=== fft_out_collector ===
==> fft_out_collector/pdn.png <==
Pins as bars on the die edge. Tap cells in gray.
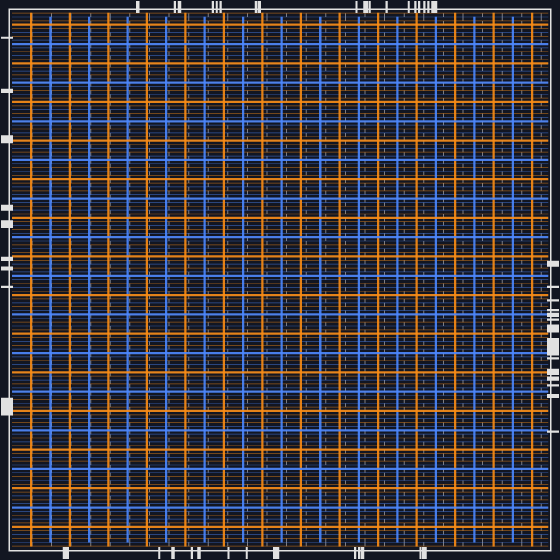

## src/rtl/fft_out_pkg.sv

```systemverilog
// Shared types and defaults for the FFT frame output collector.
// Optional FFT_BITREV_EN reorders bit-reversed frames into natural bin order.
package fft_out_pkg;

  localparam int DW_DEF    = 16;
  localparam int N_DEF     = 64;
  localparam int LOG2N_DEF = $clog2(N_DEF);
  localparam int BR_MAXW   = 16;

  typedef enum logic [1:0] {
    ST_IDLE    = 2'd0,
    ST_CAPTURE = 2'd1,
    ST_DRAIN   = 2'd2
  } state_e;

  // Reverse the low w bits of x; w must not exceed BR_MAXW.
  function automatic logic [BR_MAXW-1:0] bitrev(
    input logic [BR_MAXW-1:0] x,
    input int unsigned        w
  );
    logic [BR_MAXW-1:0] r;
    r = '0;
    for (int i = 0; i < BR_MAXW; i++) begin
      r[i] = x[BR_MAXW-1-i];
    end
    return r >> (BR_MAXW - w);
  endfunction

endpackage

```

## src/rtl/fft_dual_wr_buf.sv

```systemverilog
// Frame buffer: N words of {re,im}, paired writes at 2k/2k+1,
// one asynchronous read port, no reset.
module fft_dual_wr_buf
  import fft_out_pkg::*;
#(
  parameter int DW    = DW_DEF,
  parameter int N     = N_DEF,
  parameter int LOG2N = $clog2(N)
) (
  input  logic              clk,
  input  logic              we,
  input  logic [LOG2N-2:0]  waddr,
  input  logic [2*DW-1:0]   wdata0,
  input  logic [2*DW-1:0]   wdata1,
  input  logic [LOG2N-1:0]  raddr,
  output logic [2*DW-1:0]   rdata
);

  logic [2*DW-1:0] mem [N];

  always_ff @(posedge clk) begin
    if (we) begin
      mem[{waddr, 1'b0}] <= wdata0;
      mem[{waddr, 1'b1}] <= wdata1;
    end
  end

  assign rdata = mem[raddr];

endmodule

```

## src/rtl/fft_out_collector.sv

```systemverilog
// Captures one dual-lane FFT frame, then replays it over valid/ready.
// Define FFT_BITREV_EN to read the buffer in bit-reversed order.
module fft_out_collector
  import fft_out_pkg::*;
#(
  parameter int DW    = DW_DEF,
  parameter int N     = N_DEF,
  parameter int LOG2N = $clog2(N)
) (
  input  logic             clk,
  input  logic             nrst,
  input  logic             in_start,
  input  logic [DW-1:0]    in_re0,
  input  logic [DW-1:0]    in_im0,
  input  logic [DW-1:0]    in_re1,
  input  logic [DW-1:0]    in_im1,
  output logic             out_valid,
  input  logic             out_ready,
  output logic [DW-1:0]    out_re,
  output logic [DW-1:0]    out_im,
  output logic [LOG2N-1:0] out_idx,
  output logic             out_last,
  output logic             busy,
  output logic             overrun
);

  localparam int HW = LOG2N - 1;

  state_e           st;
  logic [HW-1:0]    wcnt;
  logic [LOG2N-1:0] rcnt;
  logic             ovr;

  logic             we;
  logic [HW-1:0]    waddr;
  logic [LOG2N-1:0] raddr;
  logic [2*DW-1:0]  rdata;
  logic             last_beat;
  logic             xfer;

  assign we        = (st == ST_IDLE && in_start) || st == ST_CAPTURE;
  assign waddr     = (st == ST_CAPTURE) ? wcnt : '0;
  assign last_beat = wcnt == HW'(N/2 - 1);
  assign xfer      = out_valid && out_ready;

`ifdef FFT_BITREV_EN
  assign raddr = LOG2N'(bitrev(BR_MAXW'(rcnt), LOG2N));
`else
  assign raddr = rcnt;
`endif

  fft_dual_wr_buf #(
    .DW    (DW),
    .N     (N),
    .LOG2N (LOG2N)
  ) u_buf (
    .clk    (clk),
    .we     (we),
    .waddr  (waddr),
    .wdata0 ({in_re0, in_im0}),
    .wdata1 ({in_re1, in_im1}),
    .raddr  (raddr),
    .rdata  (rdata)
  );

  always_ff @(posedge clk or negedge nrst) begin
    if (!nrst) begin
      st   <= ST_IDLE;
      wcnt <= '0;
      rcnt <= '0;
      ovr  <= 1'b0;
    end else begin
      // A start while busy drops that frame entirely.
      if (in_start && st != ST_IDLE) ovr <= 1'b1;
      unique case (st)
        ST_IDLE: begin
          if (in_start) begin
            st   <= ST_CAPTURE;
            wcnt <= HW'(1);
          end
        end
        ST_CAPTURE: begin
          wcnt <= wcnt + 1'b1;
          if (last_beat) begin
            st   <= ST_DRAIN;
            rcnt <= '0;
          end
        end
        ST_DRAIN: begin
          if (xfer) begin
            rcnt <= rcnt + 1'b1;
            if (&rcnt) st <= ST_IDLE;
          end
        end
        default: st <= ST_IDLE;
      endcase
    end
  end

  assign out_valid = st == ST_DRAIN;
  assign out_re    = out_valid ? rdata[2*DW-1:DW] : '0;
  assign out_im    = out_valid ? rdata[DW-1:0] : '0;
  assign out_idx   = rcnt;
  assign out_last  = out_valid && (&rcnt);
  assign busy      = st != ST_IDLE;
  assign overrun   = ovr;

endmodule

```

## config.mk

```make
export PLATFORM = sky130hd
export DESIGN_NAME = fft_out_collector
export DESIGN_NICKNAME = d
export VERILOG_FILES = /design/src/rtl/fft_out_pkg.sv /design/src/rtl/fft_dual_wr_buf.sv /design/src/rtl/fft_out_collector.sv
export SDC_FILE = /design/constraint.sdc
export NUM_CORES = 2
export LEC_CHECK = 0
export CORE_UTILIZATION = 55
export CTS_CLUSTER_DIAMETER = 80
export DETAILED_ROUTE_END_ITERATION = 8
export HOLD_SLACK_MARGIN = 0.05
export PLACE_DENSITY = 0.71
export SLEW_MARGIN = 20
export SYNTH_ARGS = -nofsm -noshare
export SYNTH_HDL_FRONTEND = slang
export SYNTH_SLANG_ARGS = --single-unit
```

## constraint.sdc

```tcl
create_clock -name clk -period 14.5 [get_ports clk]
set_input_delay 2.175 -clock clk [delete_from_list [all_inputs] [get_ports clk]]
set_output_delay 2.175 -clock clk [all_outputs]
set_load 0.1 [all_outputs]
```

=== fp_stream_reducer ===
<file path="src/rtl/fp_stream_reducer.sv">
`default_nettype none
// ============================================================================
// Module   : fp_stream_reducer
// Brief    : Sums a stream of IEEE-754 words through an external pipelined
//            fp_adder, pairing inputs and partial sums so an add can issue
//            every cycle. Optional checker enabled by FP_REDUCER_CHECK_EN.
// Revision : 1.0
// ============================================================================
module fp_stream_reducer #(
    parameter int  WIDTH   = 32,
    parameter int  LATENCY = 11,
    parameter int  MAX_LEN = 1024,
    localparam int LW      = $clog2(MAX_LEN + 1)
) (
    input  logic             clk,
    input  logic             rst,
    input  logic             start,
    input  logic [LW-1:0]    len,
    input  logic [WIDTH-1:0] in_data,
    input  logic             in_valid,
    output logic [WIDTH-1:0] sum,
    output logic             sum_valid,
    output logic             busy,
    output logic [WIDTH-1:0] add_a,
    output logic [WIDTH-1:0] add_b,
    output logic             add_ready,
    input  logic [WIDTH-1:0] add_o,
    input  logic             add_valid
`ifdef FP_REDUCER_CHECK_EN
    ,
    output logic             err
`endif
);

    localparam int IW = $clog2(LATENCY + 2);

    typedef enum logic [0:0] {
        S_IDLE = 1'b0,
        S_RUN  = 1'b1
    } state_t;

    state_t           r_state;
    state_t           w_state_nxt;
    logic [LW-1:0]    r_len_q;
    logic [LW-1:0]    r_recv_cnt;
    logic [IW-1:0]    r_inflight;
    logic [WIDTH-1:0] r_pending;
    logic             r_pending_v;
    logic [WIDTH-1:0] r_sum;
    logic             r_sum_valid;
    logic             r_busy;
    logic [WIDTH-1:0] r_add_a;
    logic [WIDTH-1:0] r_add_b;
    logic             r_add_ready;

    logic [LW-1:0]    w_len_nxt;
    logic [LW-1:0]    w_recv_nxt;
    logic [IW-1:0]    w_inflight_nxt;
    logic [WIDTH-1:0] w_pending_nxt;
    logic             w_pending_v_nxt;
    logic [WIDTH-1:0] w_sum_nxt;
    logic             w_sum_valid_nxt;
    logic [WIDTH-1:0] w_add_a_nxt;
    logic [WIDTH-1:0] w_add_b_nxt;
    logic             w_add_ready_nxt;

    logic             w_in_take;
    logic [1:0]       w_ncand;
    logic [WIDTH-1:0] w_first;
    logic [WIDTH-1:0] w_second;
    logic             w_done;
    logic             w_issue;

    assign w_in_take = in_valid && (r_recv_cnt < r_len_q);
    assign w_ncand   = {1'b0, r_pending_v} + {1'b0, add_valid} + {1'b0, w_in_take};
    assign w_issue   = (r_state == S_RUN) && !w_done && (w_ncand >= 2'd2);
    assign w_done    = (r_recv_cnt == r_len_q) && (r_inflight == '0)
                       && !add_valid && r_pending_v;

    // Priority pending > add_o > in_data; the in_data word is always the leftover.
    always_comb begin
        w_first  = in_data;
        w_second = in_data;
        if (r_pending_v) begin
            w_first  = r_pending;
            w_second = add_valid ? add_o : in_data;
        end else if (add_valid) begin
            w_first  = add_o;
            w_second = in_data;
        end
    end

    always_comb begin
        w_state_nxt     = r_state;
        w_len_nxt       = r_len_q;
        w_recv_nxt      = r_recv_cnt;
        w_inflight_nxt  = r_inflight;
        w_pending_nxt   = r_pending;
        w_pending_v_nxt = r_pending_v;
        w_sum_nxt       = r_sum;
        w_sum_valid_nxt = 1'b0;
        w_add_a_nxt     = r_add_a;
        w_add_b_nxt     = r_add_b;
        w_add_ready_nxt = 1'b0;
        case (r_state)
            S_IDLE: begin
                if (start) begin
                    w_len_nxt       = len;
                    w_recv_nxt      = '0;
                    w_inflight_nxt  = '0;
                    w_pending_v_nxt = 1'b0;
                    if (len == '0) begin
                        w_sum_nxt       = '0;
                        w_sum_valid_nxt = 1'b1;
                    end else begin
                        w_state_nxt = S_RUN;
                    end
                end
            end
            S_RUN: begin
                if (w_done) begin
                    w_sum_nxt       = r_pending;
                    w_sum_valid_nxt = 1'b1;
                    w_pending_v_nxt = 1'b0;
                    w_state_nxt     = S_IDLE;
                end else begin
                    if (w_in_take) begin
                        w_recv_nxt = r_recv_cnt + 1'b1;
                    end
                    w_inflight_nxt = r_inflight + IW'(w_issue) - IW'(add_valid);
                    case (w_ncand)
                        2'd3: begin
                            w_add_a_nxt     = w_first;
                            w_add_b_nxt     = w_second;
                            w_add_ready_nxt = 1'b1;
                            w_pending_nxt   = in_data;
                            w_pending_v_nxt = 1'b1;
                        end
                        2'd2: begin
                            w_add_a_nxt     = w_first;
                            w_add_b_nxt     = w_second;
                            w_add_ready_nxt = 1'b1;
                            w_pending_v_nxt = 1'b0;
                        end
                        2'd1: begin
                            w_pending_nxt   = w_first;
                            w_pending_v_nxt = 1'b1;
                        end
                        default: ;
                    endcase
                end
            end
            default: w_state_nxt = S_IDLE;
        endcase
    end

    always_ff @(posedge clk or posedge rst) begin
        if (rst) begin
            r_state     <= S_IDLE;
            r_len_q     <= '0;
            r_recv_cnt  <= '0;
            r_inflight  <= '0;
            r_pending   <= '0;
            r_pending_v <= 1'b0;
            r_sum       <= '0;
            r_sum_valid <= 1'b0;
            r_busy      <= 1'b0;
            r_add_a     <= '0;
            r_add_b     <= '0;
            r_add_ready <= 1'b0;
        end else begin
            r_state     <= w_state_nxt;
            r_len_q     <= w_len_nxt;
            r_recv_cnt  <= w_recv_nxt;
            r_inflight  <= w_inflight_nxt;
            r_pending   <= w_pending_nxt;
            r_pending_v <= w_pending_v_nxt;
            r_sum       <= w_sum_nxt;
            r_sum_valid <= w_sum_valid_nxt;
            r_busy      <= (w_state_nxt == S_RUN);
            r_add_a     <= w_add_a_nxt;
            r_add_b     <= w_add_b_nxt;
            r_add_ready <= w_add_ready_nxt;
        end
    end

    assign sum       = r_sum;
    assign sum_valid = r_sum_valid;
    assign busy      = r_busy;
    assign add_a     = r_add_a;
    assign add_b     = r_add_b;
    assign add_ready = r_add_ready;

`ifdef FP_REDUCER_CHECK_EN
    logic w_err_ret_empty;
    logic w_err_ret_idle;
    logic w_err_overrun;
    logic r_err;

    assign w_err_ret_empty = add_valid && (r_inflight == '0);
    assign w_err_ret_idle  = add_valid && (r_state == S_IDLE);
    assign w_err_overrun   = in_valid && (r_state == S_RUN) && (r_recv_cnt == r_len_q);

    always_ff @(posedge clk or posedge rst) begin
        if (rst) begin
            r_err <= 1'b0;
        end else if (w_err_ret_empty || w_err_ret_idle || w_err_overrun) begin
            r_err <= 1'b1;
        end
    end

    assign err = r_err;

    a_ret_empty: assert property (@(posedge clk) disable iff (rst) !w_err_ret_empty);
    a_ret_idle:  assert property (@(posedge clk) disable iff (rst) !w_err_ret_idle);
    a_overrun:   assert property (@(posedge clk) disable iff (rst) !w_err_overrun);
`endif

endmodule
`default_nettype wire

</file>
<file path="config.mk">
export PLATFORM = sky130hd
export DESIGN_NAME = fp_stream_reducer
export DESIGN_NICKNAME = d
export VERILOG_FILES = /design/src/rtl/fp_stream_reducer.sv
export SDC_FILE = /design/constraint.sdc
export NUM_CORES = 1
export LEC_CHECK = 0
export CAP_MARGIN = 0
export CORE_MARGIN = 2
export CORE_UTILIZATION = 25
export DETAILED_ROUTE_END_ITERATION = 10
export MAX_ROUTING_LAYER = met4
export SETUP_SLACK_MARGIN = 0.2
export SYNTH_ARGS = -nofsm -noshare
export SYNTH_HDL_FRONTEND = slang
export SYNTH_SLANG_ARGS = --single-unit
</file>
<file path="constraint.sdc">
create_clock -name clk -period 6.9 [get_ports clk]
set_input_delay 1.38 -clock clk [delete_from_list [all_inputs] [get_ports clk]]
set_output_delay 1.38 -clock clk [all_outputs]
set_load 0.02 [all_outputs]
</file>
=== pipe_hazard_ctrl ===
### src/rtl/pipe_hazard_ctrl.sv
// pipe_hazard_ctrl: stall, bubble, flush, debug drain/halt and performance counters for the in-order pipeline
module pipe_hazard_ctrl #(
  parameter int NUM_STAGES = 5,
  parameter int FLUSH_DEPTH = 2,
  parameter int CNT_W = 32
) (
  input  logic                  clk,
  input  logic                  rst,
  input  logic                  icache_resp,
  input  logic                  dcache_resp,
  input  logic                  mem_req,
  input  logic                  redirect,
  input  logic                  ex_is_load,
  input  logic [4:0]            ex_rd,
  input  logic [4:0]            id_rs1,
  input  logic [4:0]            id_rs2,
  input  logic                  id_use_rs1,
  input  logic                  id_use_rs2,
  input  logic                  halt_req,
  input  logic                  resume,
  input  logic                  clr_cnt,
  output logic                  icache_read,
  output logic [NUM_STAGES-1:0] stage_ld,
  output logic [NUM_STAGES-1:0] stage_valid,
  output logic                  halted,
  output logic [CNT_W-1:0]      stall_cnt,
  output logic [CNT_W-1:0]      bubble_cnt,
  output logic [CNT_W-1:0]      flush_cnt,
  output logic [CNT_W-1:0]      retire_cnt
);
  localparam int M = NUM_STAGES - 2;
  localparam int W = NUM_STAGES - 1;
  typedef enum logic [1:0] {RUN, DRAIN, HALTED} state_t;
  state_t state;
  logic [W:1] valid, valid_nxt;
  logic run, istall, dstall, adv, redir, src_hit, hazard;
  assign run = state == RUN;
  assign icache_read = rst & run;
  assign istall = icache_read & !icache_resp;
  assign dstall = valid[M] & mem_req & !dcache_resp;
  assign adv = rst & !(istall | dstall);
  assign redir = adv & valid[M] & redirect;
  assign src_hit = (id_use_rs1 && id_rs1 == ex_rd) || (id_use_rs2 && id_rs2 == ex_rd);
  assign hazard = adv & !redir & valid[2] & valid[1] & ex_is_load & (ex_rd != 5'd0) & src_hit;
  // Outside RUN the PC only moves to take a redirect target; fetch stays idle.
  assign stage_ld = adv ? {{(NUM_STAGES-2){1'b1}}, !hazard, !hazard & (run | redir)} : '0;
  assign stage_valid = {valid, icache_read};
  assign halted = state == HALTED;
  always_comb begin
    valid_nxt = {valid[W-1:1], run};
    if (hazard) valid_nxt[2:1] = {1'b0, valid[1]};
    if (redir) valid_nxt[FLUSH_DEPTH:1] = '0;
  end
  always_ff @(posedge clk) begin
    if (!rst) begin
      valid <= '0;
      state <= RUN;
      stall_cnt <= '0;
      bubble_cnt <= '0;
      flush_cnt <= '0;
      retire_cnt <= '0;
    end else begin
      if (adv) valid <= valid_nxt;
      state <= (run && halt_req && adv) ? DRAIN :
               (state == DRAIN && valid == '0) ? HALTED :
               (state == HALTED && resume) ? RUN : state;
      stall_cnt <= clr_cnt ? '0 : stall_cnt + CNT_W'(!adv);
      bubble_cnt <= clr_cnt ? '0 : bubble_cnt + CNT_W'(hazard);
      flush_cnt <= clr_cnt ? '0 : flush_cnt + CNT_W'(redir);
      retire_cnt <= clr_cnt ? '0 : retire_cnt + CNT_W'(adv & valid[W]);
    end
  end
endmodule
### config.mk
export PLATFORM = sky130hd
export DESIGN_NAME = pipe_hazard_ctrl
export DESIGN_NICKNAME = d
export VERILOG_FILES = /design/src/rtl/pipe_hazard_ctrl.sv
export SDC_FILE = /design/constraint.sdc
export NUM_CORES = 1
export LEC_CHECK = 0
export CELL_PAD_IN_SITES_DETAIL_PLACEMENT = 1
export CELL_PAD_IN_SITES_GLOBAL_PLACEMENT = 2
export CORE_ASPECT_RATIO = 1.75
export CORE_UTILIZATION = 27
export CTS_BUF_LIST = sky130_fd_sc_hd__clkbuf_4
export DETAILED_ROUTE_END_ITERATION = 7
export PLACE_DENSITY = 0.75
export SKIP_LAST_GASP = 1
export SLEW_MARGIN = 30
export SYNTH_ARGS = -nofsm -noshare
export SYNTH_HDL_FRONTEND = slang
export SYNTH_SLANG_ARGS = --single-unit
### constraint.sdc
create_clock -name clk -period 3.05 [get_ports clk]
set_clock_uncertainty 0.2 [all_clocks]
set_input_delay 0.4575 -clock clk [delete_from_list [all_inputs] [get_ports clk]]
set_output_delay 0.4575 -clock clk [all_outputs]
set_load 0.02 [all_outputs]
==> fp_stream_reducer/pdn.png <==
Pins as bars on the die edge. Tap cells in gray.
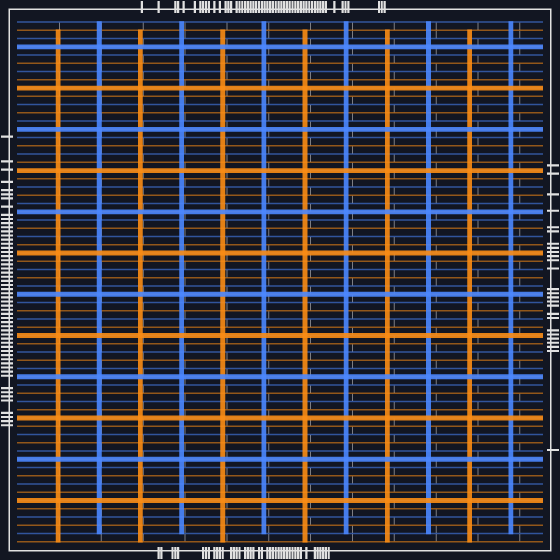
legend:
  blue:
    net: VDD
  orange:
    net: VSS
tap cells: 390
signal pins: 179
met4 straps: 12
rows: 63
Placeable Area: 29,700 um^2
Die X: 178 um
die height: 178 um

==> results.yml, fp_stream_reducer <==
# flow metrics
clocking:
  cts_tree: "yes"
  clk_pin_slew_worst_paths_ps: 70
  cts_resized: 0
global_routing:
  grt_pass1_wl_mm: 34.0
  grt_pass1_vias: 6213
  grt-ovfl-total: 0
  grt_max_degree: 130
status:
  outcome: "finished clean"
finish:
  utilization_pct: 34.6
  fin_cells: 1346
  nNonClkBuffers: 185
  sh_comb_area_pct: 32.2
synth:
  ys_sh_simple_pct: 12.6
  syn-mean-instance-area_um2: 9.58
  syn_nets: 890
  mux_area_share_pct: 8.46
  synth_flop_count: 158
critical_path:
  path_depth: 7
  path_max_fanout: 36
  slowest_stage: "and2_2"
timing:
  hold_viol_final: 0
  period_needed_ps: 3870
  max_freq_mhz: 258
power:
  power.density_nw_per_um2: 394
floorplan:
  ios: 179
drt:
  drt_wl_total_mm: 21.1
  routed_via_density: 4.60
  wl_per_cell_um: 15.7
[fp_stream_reducer: metal layers]
metal  vias up  global-route usage [%]  share of wire (%)
li1       3060                       -                  -
met2       130                    21.4                 46
met5         -                       -                  0
met1      2985                    18.3                 47
met4         0                    3.42               0.99
met3        13                    3.90                6.0
[fp_stream_reducer: registers in the layout, summed over array words and instances, names as in the netlist]
| register | cells |
|---|---|
| sum_valid | 1 |
| add_ready | 1 |
| r_pending_v | 1 |
| add_b | 32 |
| r_pending | 32 |
| busy | 1 |
| r_len_q | 11 |
| r_recv_cnt | 11 |
| r_inflight | 4 |
| sum | 32 |
| add_a | 32 |
[fp_stream_reducer: tightest hold or removal path: stages, from the launching register on]
cell and delay, ps:
dfrtp_1 340, nand2_1 40, o21ai_0 60
[fp_stream_reducer: layout by cell type, fill, tap and decap left out, types with 4 or more instances in the layout]
cell type	count
a21oi_1	69
a22o_1	36
a31oi_1	4
and3_1	4
buf_4	7
clkbuf_16	17
clkdlybuf4s50_1	177
clkinv_4	5
dfrtp_1	157
ha_1	17
inv_1	22
mux2i_1	64
nand2_1	122
nand3_1	9
nand4_1	4
nor2_1	69
nor4_1	4
o21ai_0	111
o21ai_1	4
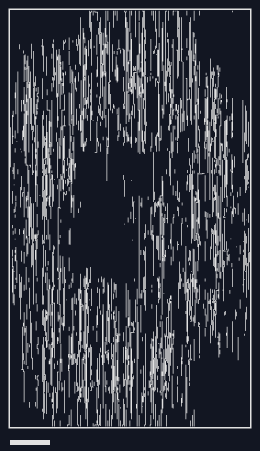
(pipe_hazard_ctrl/met2.png)
Scale bar: 20 um.
main direction: vertical
longest straight run: 61.5 um
nets with wire on the layer: 919
share of all routed wire: 55%
wire length on this layer: 11,700 um

==> results.yml, pipe_hazard_ctrl <==
# flow metrics
status:
  outcome: "finished clean"
critical_path:
  r2r_start: "state[1]$_SDFFE_PP0P_"
  crit_path_end_kind: "flop"
  r2r_setup_slack_ps: 150
  crit_start: "state[1]$_SDFFE_PP0P_"
  reg2reg_to: "retire_cnt[18]$_SDFF_PP0_"
floorplan:
  core_um2: 24000
power:
  power.density_nw_per_um2: 379
  p_total_w: 0.00349
finish:
  lay_top_count: "clkdlybuf4s50_1"
  fin_cells: 1293
  lay_top_cells: "clkdlybuf4s50_1, dfxtp_1, nand2_1, a21oi_1, buf_4"
synth:
  area_leaders: "dfxtp_1, or4_1, a21oi_1, xnor2_1, o31ai_1"
  ys_types: 50
  synthArstFlopShare_pct: 0
timing:
  hold_viol_final: 0
  slew_headroom_pct: 51.3
  whs_ps: 292
  fin_setup_tns_ps: 0
  slew_violations: 0
  worst_slew_pin_slew_ps: 724
global_routing:
  grt-ovfl-total: 0
placed_design:
  dp_slack_ps: -502
  placed_cells: 1259
clocking:
  cts_setup_buffers: 0
  cts_tree: "yes"
drt:
  top_layer: "met4"
  wl_met2_mm: 11.7
  met1_length_mm: 8.06
-- pipe_hazard_ctrl: final cells by class --
| class | count | area, um^2 | area share (%) |
|---|---|---|---|
| inverter | 17 | 63.8 | 0.692 |
| sequential | 134 | 2690 | 29.1 |
| tap | 308 | 385 | 4.18 |
| antenna | 2 | 5.00 | 0.0543 |
| multi-input combinational | 576 | 3620 | 39.3 |
| clock buffer | 19 | 143 | 1.55 |
| clock inverter | 13 | 209 | 2.27 |
| timing repair buffer | 224 | 2110 | 22.9 |
-- pipe_hazard_ctrl: sequential cells by signal (all words and copies together) (netlist names) --
name and cells:
valid 4, bubble_cnt 32, flush_cnt 32, retire_cnt 32, stall_cnt 32, state 2
-- pipe_hazard_ctrl: worst max path at each step --
stage	endpoint	slack [ps]	depth (start not counted)
3_3_place_gp	flush_cnt[28]$_SDFF_PP0_	-420	11
4_1_cts	stage_ld[0]	6	6
5_1_grt	retire_cnt[26]$_SDFF_PP0_	0.5	10
2_1_floorplan	flush_cnt[30]$_SDFF_PP0_	20	12
6_report	retire_cnt[18]$_SDFF_PP0_	150	10
3_5_place_dp	flush_cnt[30]$_SDFF_PP0_	-500	11
==> fft_out_collector/clock_map.png <==
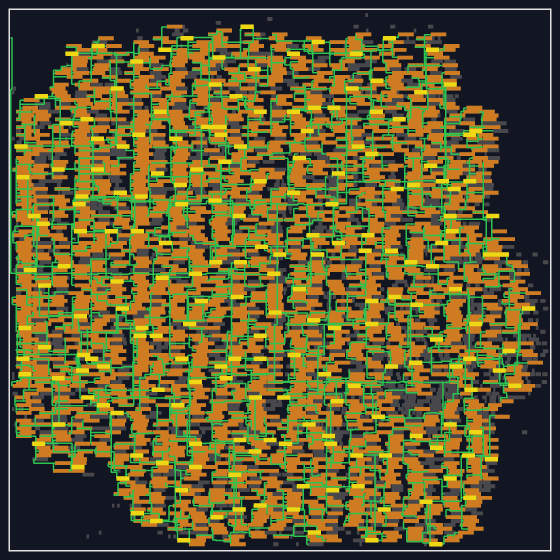
legend:
  orange:
    item: flip-flops
    count: 2,062
  yellow:
    item: cells driving clock nets
    count: 198
  green:
    item: clock wires
    length: 21.4 mm
flops lie: widely spread
routed clock nets: 199

## Picture notes: fft_out_collector/pdn.png
legend:
  orange:
    net: VSS
  blue:
    net: VDD
met4 straps: 27
rows: 138
met5 straps: 27
Placeable Area: 142,000 um^2
die height: 380 um
Die X: 380 um

==> results.yml, fft_out_collector <==
# flow metrics
clocking:
  htree_levels: 4
  clk_pin_slew_worst_paths_ps: 60
finish:
  largest_register_ffs: 2048
  utilization_pct: 62.4
  seq_cells: 2062
  lay_top_count: "edfxtp_1"
  final_area_um2: 88500
placed_design:
  dp_hpwl_mm: 92.2
floorplan:
  fp_util_pct: 55.5
power:
  switching_share_pct: 25.6
drt:
  ant_nets: 0
  drt_wl_total_mm: 179
synth:
  synth-edff-count: 2048
  ys_warn_count: 0
  synth_flop_count: 2062
  ys_sh_simple_pct: 0.932
  top_cells_by_count: "edfxtp_1, mux4_2, mux2i_1"
critical_path:
  path_max_fanout: 94
status:
  outcome: "finished clean"
timing:
  slew_violations: 0
  fin_setup_tns_ps: 0
-- fft_out_collector: worst paths after layout --
| path | from | end | cells past startpoint | slack, ps |
|---|---|---|---|---|
| max in group asynchronous | nrst | out_idx[0]$_DFFE_PN0P_ | 1 | 12230 |
| hold reg to reg | overrun$_DFFE_PN0P_ | overrun$_DFFE_PN0P_ | 1 | 460 |
| min in group asynchronous | nrst | overrun$_DFFE_PN0P_ | 1 | 1760 |
| setup reg to reg | st[0]$_DFFE_PN0P_ | u_buf.mem[59][18]$_DFFE_PP_ | 4 | 9970 |
| hold / removal | overrun$_DFFE_PN0P_ | overrun$_DFFE_PN0P_ | 1 | 460 |
| setup / recovery | out_idx[0]$_DFFE_PN0P_ | out_re[2] | 7 | 6120 |
-- fft_out_collector: power by group through the flow --
stage          logic, W  registers (W)  clock network [W]
6_report        0.00222        0.00758            0.00511
3_3_place_gp    0.00216        0.00764                  0
3_5_place_dp    0.00224        0.00769                  0
5_1_grt         0.00234        0.00762            0.00540
2_1_floorplan   0.00138        0.00768                  0
4_1_cts         0.00225        0.00758            0.00518

=== rr_stream_mux ===
### config.mk
export PLATFORM = sky130hd
export DESIGN_NAME = rr_stream_mux
export DESIGN_NICKNAME = d
export VERILOG_FILES = /design/src/rtl/rr_stream_mux.sv
export SDC_FILE = /design/constraint.sdc
export NUM_CORES = 1
export LEC_CHECK = 0
export CAP_MARGIN = 15
export CORE_ASPECT_RATIO = 0.9
export CORE_UTILIZATION = 30
export DETAILED_ROUTE_END_ITERATION = 7
export PLACE_DENSITY = 0.74
export RECOVER_POWER = 50
export SYNTH_ARGS = -nofsm -noshare
export SYNTH_HDL_FRONTEND = slang
export SYNTH_SLANG_ARGS = --single-unit
export TNS_END_PERCENT = 5
### constraint.sdc
create_clock -name clk -period 2.1 [get_ports clk]
set_input_delay 0.21 -clock clk [delete_from_list [all_inputs] [get_ports clk]]
set_output_delay 0.21 -clock clk [all_outputs]
set_load 0.01 [all_outputs]
### src/rtl/rr_stream_mux.sv
// rr_stream_mux: N_CH-input valid/ready stream multiplexer with round-robin
// arbitration and a single registered output stage tagged with the source
// channel index.
// Optional packet locking is enabled by defining RR_STREAM_MUX_LOCK_EN; it
// adds in_last/out_last and holds the grant on one channel until its packet ends.
module rr_stream_mux #(
  parameter int N_CH  = 4,
  parameter int WIDTH = 8,
  localparam int SEL_W = $clog2(N_CH)
) (
  input  logic                  clk,
  input  logic                  rst,
  input  logic [N_CH*WIDTH-1:0] in_data,
  input  logic [N_CH-1:0]       in_valid,
  output logic [N_CH-1:0]       in_ready,
  output logic [WIDTH-1:0]      out_data,
  output logic [SEL_W-1:0]      out_ch,
  output logic                  out_valid,
  input  logic                  out_ready
`ifdef RR_STREAM_MUX_LOCK_EN
  ,
  input  logic [N_CH-1:0]       in_last,
  output logic                  out_last
`endif
);

  localparam int unsigned NCH_U = N_CH;

  logic [WIDTH-1:0] ch_data [N_CH];
  logic [SEL_W-1:0] last_grant;
  logic [SEL_W-1:0] grant;
  logic [SEL_W-1:0] cand;
  logic             grant_any;
  logic             load;

`ifdef RR_STREAM_MUX_LOCK_EN
  logic             lock;
  logic [SEL_W-1:0] lock_ch;
`endif

  for (genvar i = 0; i < N_CH; i++) begin : g_unpack
    assign ch_data[i] = in_data[i*WIDTH +: WIDTH];
  end

  assign load = !out_valid || out_ready;

  // Round-robin search starting one past the last granted channel.
  always_comb begin
    grant_any = 1'b0;
    grant     = '0;
    cand      = '0;
    for (int unsigned k = 1; k <= NCH_U; k++) begin
      cand = SEL_W'((32'(last_grant) + k) % NCH_U);
      if (!grant_any && in_valid[cand]) begin
        grant_any = 1'b1;
        grant     = cand;
      end
    end
`ifdef RR_STREAM_MUX_LOCK_EN
    // A locked packet owns the arbiter even while its producer is idle.
    if (lock) begin
      grant_any = in_valid[lock_ch];
      grant     = lock_ch;
    end
`endif
  end

  // Only the granted channel sees ready, and only when the output can load.
  always_comb begin
    in_ready = '0;
    if (grant_any && load) begin
      in_ready[grant] = 1'b1;
    end
  end

  // Output register and arbiter history.
  always_ff @(posedge clk or posedge rst) begin
    if (rst) begin
      out_valid  <= 1'b0;
      out_data   <= '0;
      out_ch     <= '0;
      last_grant <= SEL_W'(N_CH - 1);
`ifdef RR_STREAM_MUX_LOCK_EN
      out_last   <= 1'b0;
      lock       <= 1'b0;
      lock_ch    <= '0;
`endif
    end else if (load) begin
      if (grant_any) begin
        out_data   <= ch_data[grant];
        out_ch     <= grant;
        out_valid  <= 1'b1;
        last_grant <= grant;
`ifdef RR_STREAM_MUX_LOCK_EN
        // Lock sets on a non-final beat and clears on the final one.
        out_last   <= in_last[grant];
        lock       <= !in_last[grant];
        lock_ch    <= grant;
`endif
      end else begin
        out_valid <= 1'b0;
      end
    end
  end

endmodule

==> rr_stream_mux/clock_map.png <==
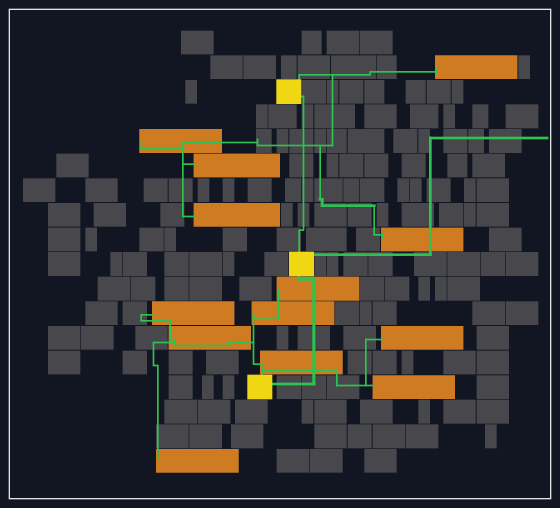
legend:
  yellow:
    item: cells driving clock nets
    count: 3
  orange:
    item: flip-flops
    count: 13
  green:
    item: clock wires
    length: 232 um
routed clock nets: 4

==> results.yml <==
# flow metrics
drt:
  dr_wl_met3_um: 282
  top_layer: "met4"
  routed_via_density: 5.05
global_routing:
  grt_use_met1_pct: 23.7
  grt_busiest_layer: "met2"
  met3_usage_pct: 4.33
  antenna_found_initial: 0
critical_path:
  worstSetupPathType: "flop to output port"
  r2r_setup_slack_ps: 80
  r2r_start: "last_grant[1]$_DFFE_PP1P_"
  crit_start: "last_grant[1]$_DFFE_PP1P_"
  crit_path_end_kind: "output port"
clocking:
  htree_levels: 1
  clkSinkCount: 13
  cts_tree: "yes"
synth:
  synth.largest_area_cell: "dfrtp_1"
  ys_types: 25
  ys_chip_area_um2: 898
  syn_nets: 144
  synthArstFlopShare_pct: 100
status:
  outcome: "finished clean"
floorplan:
  chip_area_um2: 3220
power:
  p_leak_nw: 0.703
finish:
  nNonClkBuffers: 71
  seq_cells: 13
  num_antenna_cells: 0
timing:
  whs_ps: 393
==> rr_stream_mux/met2.png <==
Scale bar: 20 um.
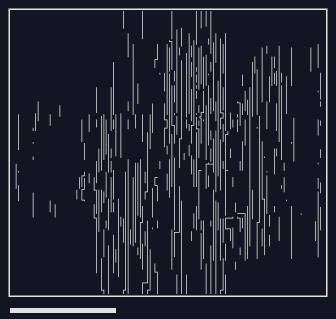
wire length on this layer: 1,490 um
nets with wire on the layer: 189
main direction: vertical
longest straight run: 29.9 um
Vias: 1,090
WL final: 3.07 mm
met2 global-route usage: 36.5%

## metrics by stage
| step | util (%) | setup TNS, ps | instances | power, W |
|---|---|---|---|---|
| floorplan | - | 0 | 105 | 0.000614 |
| finish | 57.9 | 0 | 216 | 0.00109 |
| detailed placement | 55.7 | -745 | 209 | 0.000900 |
| global placement | 55.7 | -222 | 209 | 0.000884 |
| global route | 57.9 | -28.2 | 216 | 0.00115 |
| CTS | 56.8 | 0 | 214 | 0.00107 |
## report_power, final
group          internal (W)  switching, W
Clock             0.0000710      0.000101
Combinational      0.000310      0.000252
Sequential         0.000318     0.0000372
Total              0.000699      0.000390
## worst max-delay path by stage
stage,to,cells past startpoint
2_1_floorplan,in_ready[0],7
3_3_place_gp,in_ready[2],6
3_5_place_dp,in_ready[0],6
4_1_cts,in_ready[1],6
5_1_grt,in_ready[1],7
6_report,in_ready[2],5
## timing repair
action | 4_1_cts | 5_1_grt
endpoints found under the setup margin | 4 | 4
hold buffers | 0 | 0
buffers inserted | 1 | 2
resized | 8 | 8
pin swaps | 1 | 2
## state kept, by name (all words and copies together), names as in the netlist
name and count:
out_valid 1, out_data 8, last_grant 2, out_ch 2


==> gallery <==
Placement by cell class.
shot_01.png
Scale bar: 50 um. Fill, decap, tap and diode cells in gray.
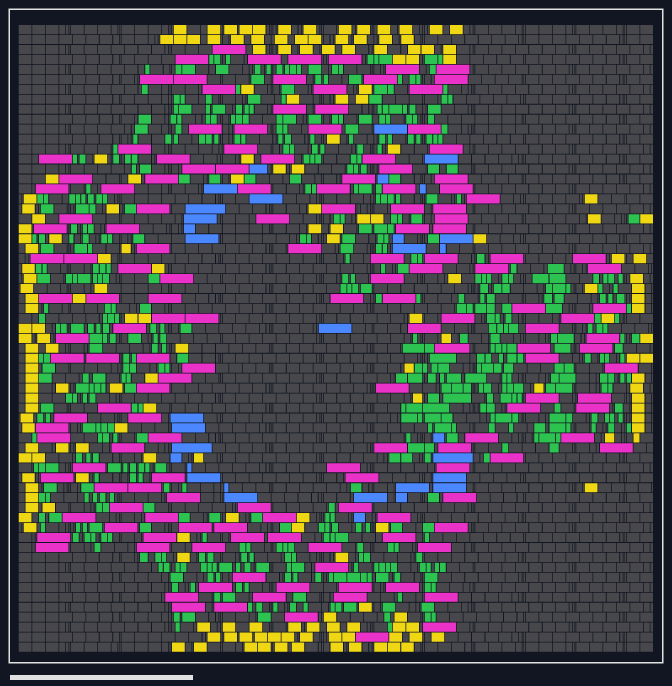
shot_02.png
Scale bar: 100 um. Fill, decap, tap and diode cells in gray.
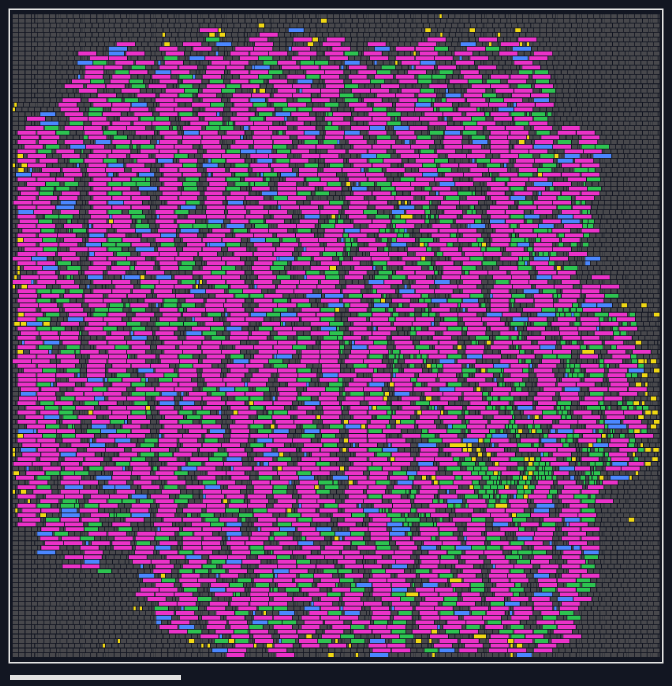
shot_03.png
Scale bar: 20 um. Fill, decap, tap and diode cells in gray.
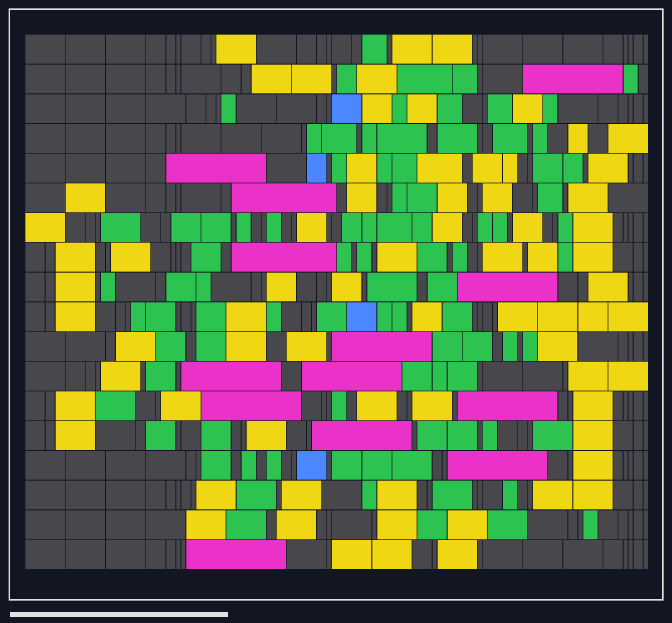
shot_04.png
Scale bar: 20 um. Fill, decap, tap and diode cells in gray.
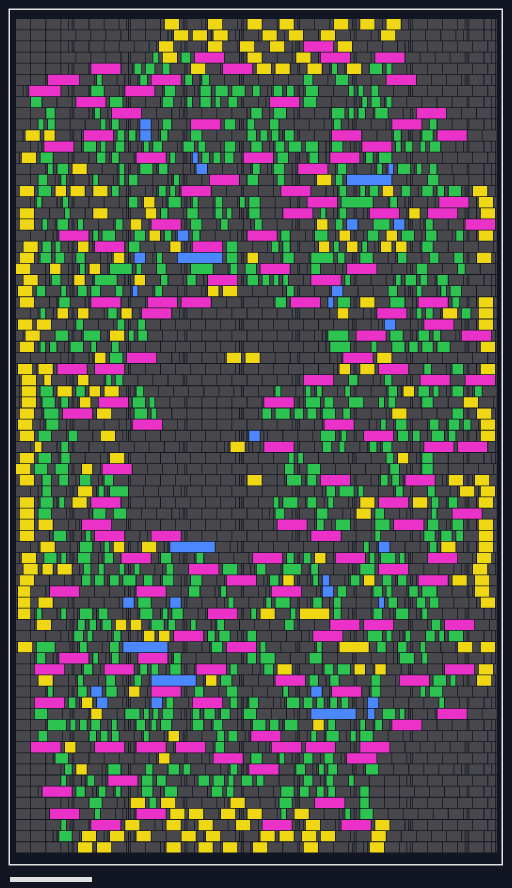
Of these, fewest cells: shot_03.png
Of these, smallest die: shot_03.png
- shot_02.png = fft_out_collector
- shot_03.png = rr_stream_mux
- shot_04.png = pipe_hazard_ctrl
- shot_01.png = fp_stream_reducer

Key to shot_04.png:
legend:
  magenta:
    class: flip-flops
    cells: 134
    share_of_their_area: 30%
  blue:
    class: clock drivers and dummy loads
    cells: 32
    share_of_their_area: 4.0%
  yellow:
    class: other buffers and delay cells
    cells: 224
    share_of_their_area: 24%
  green:
    class: all other logic
    cells: 593
    share_of_their_area: 42%

Power figures rest on the tool's default switching activity, not on a simulated workload.
